==================== block 1
**Block 1: routing congestion map**

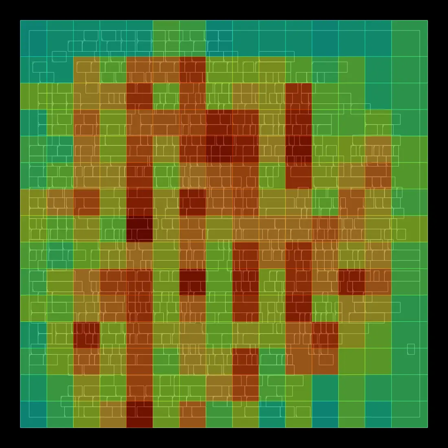

[src/rtl/uart_tx_scheduler_pkg.sv]
// Shared types and defaults for the UART transmit scheduler: FSM states,
// packet length width and default line timing.
package uart_tx_scheduler_pkg;

  localparam int unsigned LEN_W           = 10;
  localparam int unsigned CNT_W           = 16;
  localparam int unsigned DEF_BYTE_CYCLES = 20;
  localparam int unsigned DEF_WAKE_CYCLES = 1;
  localparam int unsigned DEF_GAP_CYCLES  = 2;

  typedef enum logic [2:0] {
    ST_IDLE,
    ST_FETCH,
    ST_KICK,
    ST_SEND,
    ST_GAP
  } state_t;

  // Width of a requester index; never narrower than one bit.
  function automatic int unsigned idx_w(input int unsigned n);
    return (n < 2) ? 1 : $clog2(n);
  endfunction

endpackage

[src/rtl/uart_rr_arbiter.sv]
// Combinational round-robin picker: first set request searching upward from
// pointer+1 with wrap-around. The caller owns and updates the pointer.
module uart_rr_arbiter
  import uart_tx_scheduler_pkg::*;
#(
  parameter int unsigned NREQ = 4,
  parameter int unsigned IW   = idx_w(NREQ)
) (
  input  logic [NREQ-1:0] req,
  input  logic [IW-1:0]   pointer,
  output logic [NREQ-1:0] grant,
  output logic [IW-1:0]   index,
  output logic            found
);

  int unsigned     cand;
  logic [IW-1:0]   cidx;

  always_comb begin
    grant = '0;
    index = pointer;
    found = 1'b0;
    cand  = 0;
    cidx  = '0;
    for (int unsigned i = 1; i <= NREQ; i++) begin
      cand = (32'(pointer) + i) % NREQ;
      cidx = IW'(cand);
      if (!found && req[cidx]) begin
        found       = 1'b1;
        index       = cidx;
        grant[cidx] = 1'b1;
      end
    end
  end

endmodule

[src/rtl/uart_tx_scheduler.sv]
// Shares one open-loop paced UART transmitter between NREQ clients with
// packet-level round-robin arbitration.
module uart_tx_scheduler
  import uart_tx_scheduler_pkg::*;
#(
  parameter int unsigned NREQ        = 4,
  parameter int unsigned BYTE_CYCLES = DEF_BYTE_CYCLES,
  parameter int unsigned WAKE_CYCLES = DEF_WAKE_CYCLES,
  parameter int unsigned GAP_CYCLES  = DEF_GAP_CYCLES
) (
  input  logic                    clock,
  input  logic                    reset_n,
  input  logic [NREQ-1:0]         req,
  input  logic [NREQ*LEN_W-1:0]   req_len,
  input  logic [NREQ*8-1:0]       req_data,
  input  logic [NREQ-1:0]         req_data_valid,
  output logic [NREQ-1:0]         req_data_ready,
  output logic [NREQ-1:0]         grant,
  output logic [NREQ-1:0]         done,
  output logic                    underrun,
  output logic                    busy,
  output logic [LEN_W-1:0]        bytes_to_tx,
  output logic [7:0]              tx_data_byte,
  output logic                    tx_data_valid
);

  localparam int unsigned IW = idx_w(NREQ);
  localparam int unsigned SW = LEN_W + 1;
  localparam logic [CNT_W-1:0] FIRST_LOAD = CNT_W'(WAKE_CYCLES + BYTE_CYCLES - 1);
  localparam logic [CNT_W-1:0] BYTE_LOAD  = CNT_W'(BYTE_CYCLES - 1);
  localparam logic [CNT_W-1:0] GAP_LOAD   = CNT_W'(GAP_CYCLES - 1);

  state_t            state, state_nxt;
  logic [IW-1:0]     ptr;
  logic [IW-1:0]     win_idx;
  logic [NREQ-1:0]   win_onehot;
  logic              win_found;
  logic [CNT_W-1:0]  cnt;
  logic              cnt_zero, cnt_one;
  logic [SW-1:0]     sent;
  logic [7:0]        hold;
  logic              last_byte;
  logic              fetch_point;
  logic              byte_valid;
  logic [7:0]        byte_in;
  logic [7:0]        data_arr [NREQ];
  logic [LEN_W-1:0]  len_arr  [NREQ];

  uart_rr_arbiter #(
    .NREQ (NREQ),
    .IW   (IW)
  ) u_arb (
    .req     (req),
    .pointer (ptr),
    .grant   (win_onehot),
    .index   (win_idx),
    .found   (win_found)
  );

  always_comb begin
    for (int unsigned i = 0; i < NREQ; i++) begin
      data_arr[i] = req_data[i*8 +: 8];
      len_arr[i]  = req_len[i*LEN_W +: LEN_W];
    end
  end

  // ptr holds the current winner for the whole packet, so it also selects its data.
  assign byte_valid = req_data_valid[ptr];
  assign byte_in    = byte_valid ? data_arr[ptr] : 8'hFF;
  assign cnt_zero   = (cnt == '0);
  assign cnt_one    = (cnt == CNT_W'(1));
  assign last_byte  = (sent == ({1'b0, bytes_to_tx} + SW'(1)));
  assign fetch_point = (state == ST_FETCH) ||
                       (((state == ST_KICK) || (state == ST_SEND)) && cnt_one && !last_byte);

  always_ff @(posedge clock or negedge reset_n) begin
    if (!reset_n) state <= ST_IDLE;
    else          state <= state_nxt;
  end

  always_comb begin
    state_nxt = state;
    unique case (state)
      ST_IDLE:  if (win_found) state_nxt = ST_FETCH;
      ST_FETCH: state_nxt = ST_KICK;
      ST_KICK:  state_nxt = ST_SEND;
      ST_SEND:  if (cnt_zero && last_byte) state_nxt = ST_GAP;
      ST_GAP:   if (cnt_zero) state_nxt = ST_IDLE;
      default:  state_nxt = ST_IDLE;
    endcase
  end

  always_comb begin
    req_data_ready = '0;
    underrun       = 1'b0;
    tx_data_valid  = (state == ST_KICK);
    if (fetch_point) begin
      req_data_ready = grant;
      underrun       = !byte_valid;
    end
  end

  // The byte popped at count==1 is parked in hold and shown on the line at count==0.
  always_ff @(posedge clock or negedge reset_n) begin
    if (!reset_n) begin
      grant        <= '0;
      done         <= '0;
      busy         <= 1'b0;
      bytes_to_tx  <= '0;
      tx_data_byte <= '0;
      ptr          <= IW'(NREQ - 1);
      cnt          <= '0;
      sent         <= '0;
      hold         <= '0;
    end else begin
      done <= '0;
      unique case (state)
        ST_IDLE: begin
          if (win_found) begin
            grant       <= win_onehot;
            busy        <= 1'b1;
            bytes_to_tx <= len_arr[win_idx];
            ptr         <= win_idx;
          end
        end
        ST_FETCH: begin
          tx_data_byte <= byte_in;
          sent         <= SW'(1);
          cnt          <= FIRST_LOAD;
        end
        ST_KICK, ST_SEND: begin
          if (fetch_point) hold <= byte_in;
          if (!cnt_zero) begin
            cnt <= cnt - CNT_W'(1);
          end else if (state == ST_SEND) begin
            if (last_byte) begin
              cnt <= GAP_LOAD;
            end else begin
              tx_data_byte <= hold;
              sent         <= sent + SW'(1);
              cnt          <= BYTE_LOAD;
            end
          end
        end
        ST_GAP: begin
          if (cnt_zero) begin
            done  <= grant;
            grant <= '0;
            busy  <= 1'b0;
          end else begin
            cnt <= cnt - CNT_W'(1);
          end
        end
        default: ;
      endcase
    end
  end

endmodule
[config.mk]
export PLATFORM = sky130hd
export DESIGN_NAME = uart_tx_scheduler
export DESIGN_NICKNAME = d
export VERILOG_FILES = /design/src/rtl/uart_tx_scheduler_pkg.sv /design/src/rtl/uart_rr_arbiter.sv /design/src/rtl/uart_tx_scheduler.sv
export SDC_FILE = /design/constraint.sdc
export NUM_CORES = 1
export LEC_CHECK = 0
export CAP_MARGIN = 20
export CORE_MARGIN = 2
export CORE_UTILIZATION = 46
export CTS_CLUSTER_DIAMETER = 200
export DETAILED_ROUTE_END_ITERATION = 7
export HOLD_SLACK_MARGIN = 0.1
export PLACE_DENSITY = 0.78
export SLEW_MARGIN = 20
export SYNTH_ARGS = -nofsm -noshare
export SYNTH_HDL_FRONTEND = slang
export SYNTH_SLANG_ARGS = --single-unit
[constraint.sdc]
create_clock -name clock -period 3 [get_ports clock]
set_clock_uncertainty 0.05 [all_clocks]
set_input_delay 0.6 -clock clock [delete_from_list [all_inputs] [get_ports clock]]
set_output_delay 0.6 -clock clock [all_outputs]
set_load 0.005 [all_outputs]
==================== block 2
===== src/rtl/pulse_stretcher.sv =====
// Pulse stretcher: each rising edge on `in` queues one event. Every event
// produces one ON period of 2**WIDTH cycles followed by one OFF gap of the
// same length. Events that arrive while a pulse is in progress are counted
// in a saturating pending counter. A sticky flag records any event dropped
// because that counter was already full.
module pulse_stretcher #(
    parameter int WIDTH      = 16,
    parameter int PEND_WIDTH = 4
) (
    input  logic                  clk,
    input  logic                  rst_n,
    input  logic                  in,
    input  logic                  clr,
    output logic                  out,
    output logic                  busy,
    output logic [PEND_WIDTH-1:0] pending,
    output logic                  overflow
);

    typedef enum logic [1:0] {
        IDLE = 2'd0,
        ON   = 2'd1,
        OFF  = 2'd2
    } state_t;

    localparam logic [WIDTH-1:0]      CNT_MAX  = '1;
    localparam logic [WIDTH-1:0]      CNT_ONE  = {{(WIDTH-1){1'b0}}, 1'b1};
    localparam logic [PEND_WIDTH-1:0] PEND_MAX = '1;
    localparam logic [PEND_WIDTH-1:0] PEND_ONE = {{(PEND_WIDTH-1){1'b0}}, 1'b1};

    state_t                  state_reg, state_next;
    logic [WIDTH-1:0]        cnt_reg, cnt_next;
    logic                    in_d_reg;
    logic [PEND_WIDTH-1:0]   pending_reg, pending_next;
    logic                    overflow_reg, overflow_next;
    logic                    out_reg;

    logic                    evt;
    logic                    cnt_done;
    logic                    restart;

    // A level held high counts as a single event.
    assign evt      = in & ~in_d_reg;
    assign cnt_done = (cnt_reg == CNT_MAX);
    // End of an OFF gap with more work queued: go straight back to ON.
    // A clear in the same cycle wins, so the train stops and the block idles.
    assign restart  = (state_reg == OFF) && cnt_done && !clr &&
                      ((pending_reg != '0) || evt);

    // Next-state and period counter: the counter restarts on every state change.
    always_comb begin
        state_next = state_reg;
        cnt_next   = cnt_reg + CNT_ONE;
        case (state_reg)
            IDLE: begin
                cnt_next = '0;
                if (evt) begin
                    state_next = ON;
                end
            end
            ON: begin
                if (cnt_done) begin
                    state_next = OFF;
                    cnt_next   = '0;
                end
            end
            OFF: begin
                if (cnt_done) begin
                    state_next = restart ? ON : IDLE;
                    cnt_next   = '0;
                end
            end
            default: begin
                state_next = IDLE;
                cnt_next   = '0;
            end
        endcase
    end

    // Pending/overflow bookkeeping: events are queued only while a pulse runs.
    always_comb begin
        pending_next  = pending_reg;
        overflow_next = overflow_reg;
        if (clr) begin
            pending_next  = '0;
            overflow_next = 1'b0;
        end else if (state_reg != IDLE) begin
            if (restart) begin
                // One queued event is consumed; a same-cycle event replaces it.
                // With nothing queued, the same-cycle event is the one consumed.
                if ((pending_reg != '0) && !evt) begin
                    pending_next = pending_reg - PEND_ONE;
                end
            end else if (evt) begin
                if (pending_reg == PEND_MAX) begin
                    overflow_next = 1'b1;
                end else begin
                    pending_next = pending_reg + PEND_ONE;
                end
            end
        end
    end

    // State, counters, flags and the registered output.
    always_ff @(posedge clk or negedge rst_n) begin
        if (!rst_n) begin
            state_reg    <= IDLE;
            cnt_reg      <= '0;
            in_d_reg     <= 1'b0;
            pending_reg  <= '0;
            overflow_reg <= 1'b0;
            out_reg      <= 1'b0;
        end else begin
            state_reg    <= state_next;
            cnt_reg      <= cnt_next;
            in_d_reg     <= in;
            pending_reg  <= pending_next;
            overflow_reg <= overflow_next;
            out_reg      <= (state_next == ON);
        end
    end

    assign out      = out_reg;
    assign busy     = (state_reg != IDLE);
    assign pending  = pending_reg;
    assign overflow = overflow_reg;

endmodule


===== config.mk =====
export PLATFORM = sky130hd
export DESIGN_NAME = pulse_stretcher
export DESIGN_NICKNAME = d
export VERILOG_FILES = /design/src/rtl/pulse_stretcher.sv
export SDC_FILE = /design/constraint.sdc
export NUM_CORES = 1
export LEC_CHECK = 0
export CAP_MARGIN = 20
export CELL_PAD_IN_SITES_DETAIL_PLACEMENT = 0
export CELL_PAD_IN_SITES_GLOBAL_PLACEMENT = 1
export CORE_UTILIZATION = 45
export DETAILED_ROUTE_END_ITERATION = 7
export GPL_TIMING_DRIVEN = 0
export PLACE_DENSITY = 0.79
export SYNTH_ARGS = -nofsm -noshare
export SYNTH_HDL_FRONTEND = slang
export SYNTH_SLANG_ARGS = --single-unit

===== constraint.sdc =====
create_clock -name clk -period 3.5 [get_ports clk]
set_input_delay 0.7 -clock clk [delete_from_list [all_inputs] [get_ports clk]]
set_output_delay 0.7 -clock clk [all_outputs]
set_load 0.005 [all_outputs]

**Block 1: met2 routing**

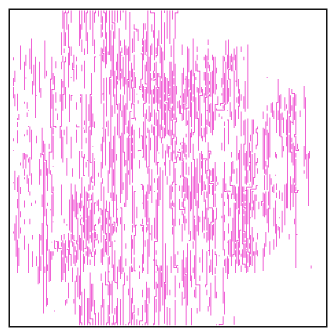
longest straight run = 53.2 um
main direction = vertical
share of all routed wire = 50%
wire length on this layer = 6880 um
sum of routed wire length over all layers: 13.7 mm
routed via count: 4866
met2 usage: 0.419

About 'routing congestion map' of block 1:
global routing's busiest layer: met2
met3 Use GR: 0.0484

==> flow_summary.ini, block 1 <==
; physical design summary
[synth]
yosys_cells = 524
ys_dominant_reg_cell = sky130_fd_sc_hd__dfrtp_1
syn_inst = 524
enable_flop_cells = 0

[layout]
comb_area_frac = 0.445
mi_logic_area_sq_um = 3040
layout-area-overhead-vs-synth_pct = 42.5
final_layout_top_logic_cell = sky130_fd_sc_hd__clkdlybuf4s50_1
sequential_cell_area_sq_um = 1680

[timing]
final_critical_path_setup_slack_ns = -0.0906
final-setup-viol-count = 3
min_period_over_period = 1.03
worst_hold_slack_ns = 0.338
rsz0062_at_grt = true
worst_margin_pin_slew_ns = 0.944

[drt]
drt_pre_antenna_iters = 5
via_per_inst = 5.85

[outcome]
violations = setup timing
status = complete, but fails checks

[global_route]
grt_pass1_vias = 4797
overall_overflow_remaining_after_global_route = 0

[placed_design]
globalplace.congestion = 0.913
placed_cells = 796

[critical_path]
crit_family = simple AND/OR/NAND/NOR gates
worst-setup-path-type = flop to output port
cp_cell_sequence = xor2_2 -> nand4_1 -> or4_1 -> nand3_2 -> nand4_1 -> a21oi_2 -> buf_4 -> buf_4 -> nor2b_1 -> buf_2

[job]
maxCapViolCount = 0
stage_log_warnings = 37

[clocking]
cts_tree = done
clkSinkCount = 67
-- block 1: registers in the layout, indices dropped and copies added, names as in the netlist --
name / flops
cnt: 16
state: 3
done: 4
hold: 8
sent: 11
grant: 4
bytes_to_tx: 10
tx_data_byte: 8
ptr: 2
busy: 1
-- block 1: power breakdown --
part	internal, mW	switching (mW)	leakage [nW]
sequential	1.11	0.207	0.790
combinational	0.777	0.616	2.01
clock	0.449	0.360	0.108
-- block 1: routing by layer --
metal	track usage	vias to the layer above	routed length, um
met5	0	-	0
met4	0.0893	0	289
met3	0.0484	32	791
met2	0.419	180	6880
met1	0.316	2376	5740
li1	-	2278	-
-- block 1: cells by family (layout without fill, tap and decap cells) --
logic type,Yosys count,in the layout,share of synthesized area
buffers and inverters,43,215,0.0376
multiplexers,55,55,0.146
XOR/XNOR,15,15,0.0275
adder cells (fa/ha/maj),13,13,0.0340
AND/OR/NAND/NOR,210,210,0.224
AND-OR/OR-AND,121,121,0.181
flip-flops,67,67,0.351
-- block 1: timing repair --
item                       CTS  global route
setup endpoints to repair    5            19
pin swaps                    7             2
resized                     34            10
cloned                       0             0
buffers inserted            15             8
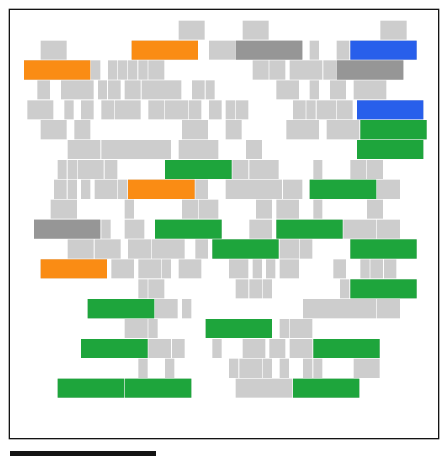
**Above:** block 2 (sequential cells coloured by netlist name).
The bar under the picture is 20 um long. Other sequential cells in the stronger grey, the rest of the logic in the fainter grey.
orange -> `pending`  # placed flops 4
green -> `cnt_reg`  # placed flops 16
blue -> `state_reg`  # placed flops 2
sequential-cell power consumption: 0.343 mW
core utilization of the finished layout: 0.539
Sequential Area: 626 sq um
fraction of area in registers: 0.380

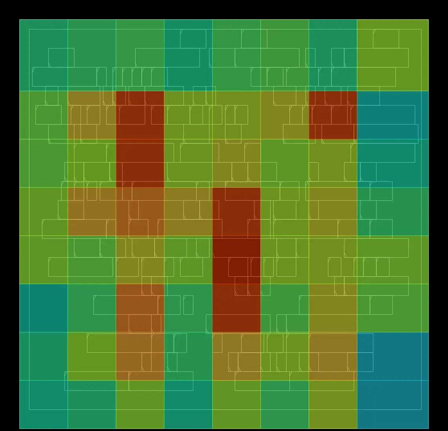
**Above:** block 2 (routing congestion map).
met3 Use GR: 0.0484
global-route usage over all layers: 0.194

==> flow_summary.ini, block 2 <==
; physical design summary
[drt]
drc = 0
drtIter0Drc = 44

[power_and_ir_drop]
power-per-cell-area_nw_per_um2 = 394
power_mw = 0.648
power.internal_mw = 0.445

[clocking]
clkSinkCount = 25
clock.latency.late_pin_ns = 0.32

[timing]
maxClockFrequency_mhz = 325
post-route-min-period_ns = 3.07

[synth]
share_of_the_synthesized_area_in_the_top_cell_type = 0.435

[placed_design]
globalplace.congestion = 0.783

[global_route]
antenna_violations_before_repair = 0

[critical_path]
crit_arrival_ns = 3.31
critPathSlowestCell = sky130_fd_sc_hd__nor4_1

[layout]
antennaDiodeCount = 0
finalInstanceArea_sq_um = 1650
largest_register_ff_count = 16

[outcome]
status = finished clean

[floorplanning]
die-width_um = 58.5
[block 2: kinds of logic after synthesis]
| logic type | synth area share |
|---|---|
| AND-OR/OR-AND | 0.0844 |
| flip-flops | 0.435 |
| buffers and inverters | 0.0218 |
| adder cells (fa/ha/maj) | 0.0609 |
| multiplexers | 0.0348 |
| XOR/XNOR | 0.0914 |
| AND/OR/NAND/NOR | 0.272 |
[block 2: path summary, 6_finish.rpt]
path                                            from                      to  slack (ns)  depth (start not counted)
worst min register to register  cnt_reg[0]$_DFF_PN0_    cnt_reg[0]$_DFF_PN0_        0.50                          1
worst max register to register  cnt_reg[0]$_DFF_PN0_  pending[3]$_DFFE_PN0P_        0.43                         11
min in group asynchronous                      rst_n    cnt_reg[6]$_DFF_PN0_        0.74                          1
max in group asynchronous                      rst_n      in_d_reg$_DFF_PN0_        2.26                          2
worst max-delay path            cnt_reg[0]$_DFF_PN0_  pending[3]$_DFFE_PN0P_        0.43                         11
worst min-delay path            cnt_reg[0]$_DFF_PN0_    cnt_reg[0]$_DFF_PN0_        0.50                          1


==> gallery <==
Signal wires on met3.
picture 1
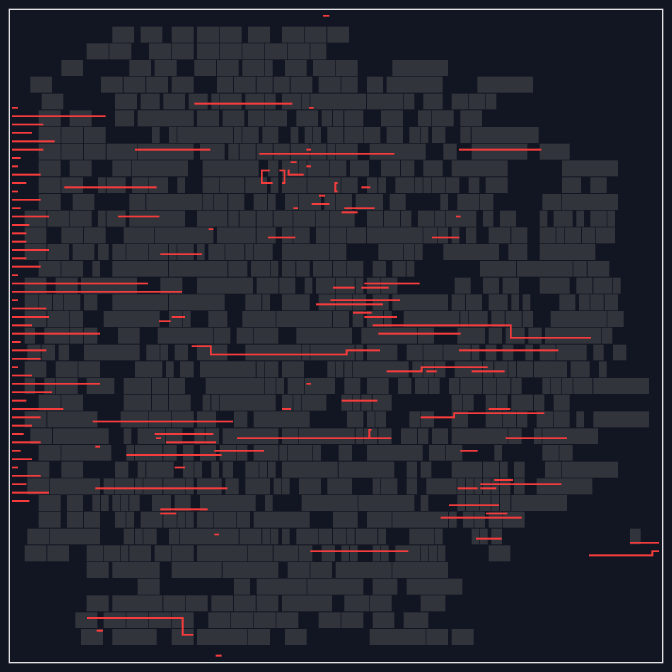
picture 2
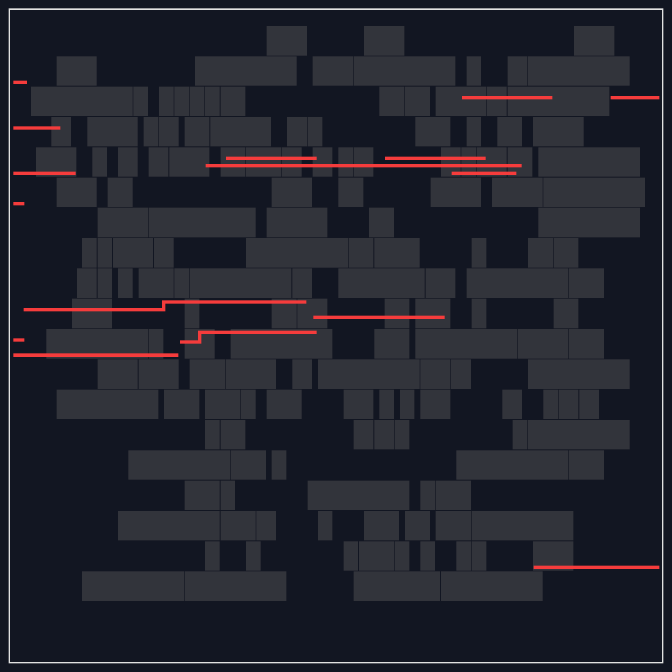
| picture | from |
|---|---|
| picture 2 | block 2 |
| picture 1 | block 1 |

Key to picture 1:
nets with wire on the layer = 99
wire length on this layer = 792 um
share of all routed wire = 5.8%
main direction = horizontal
longest straight run = 27.4 um

Power is estimated from default activity; no workload was simulated.
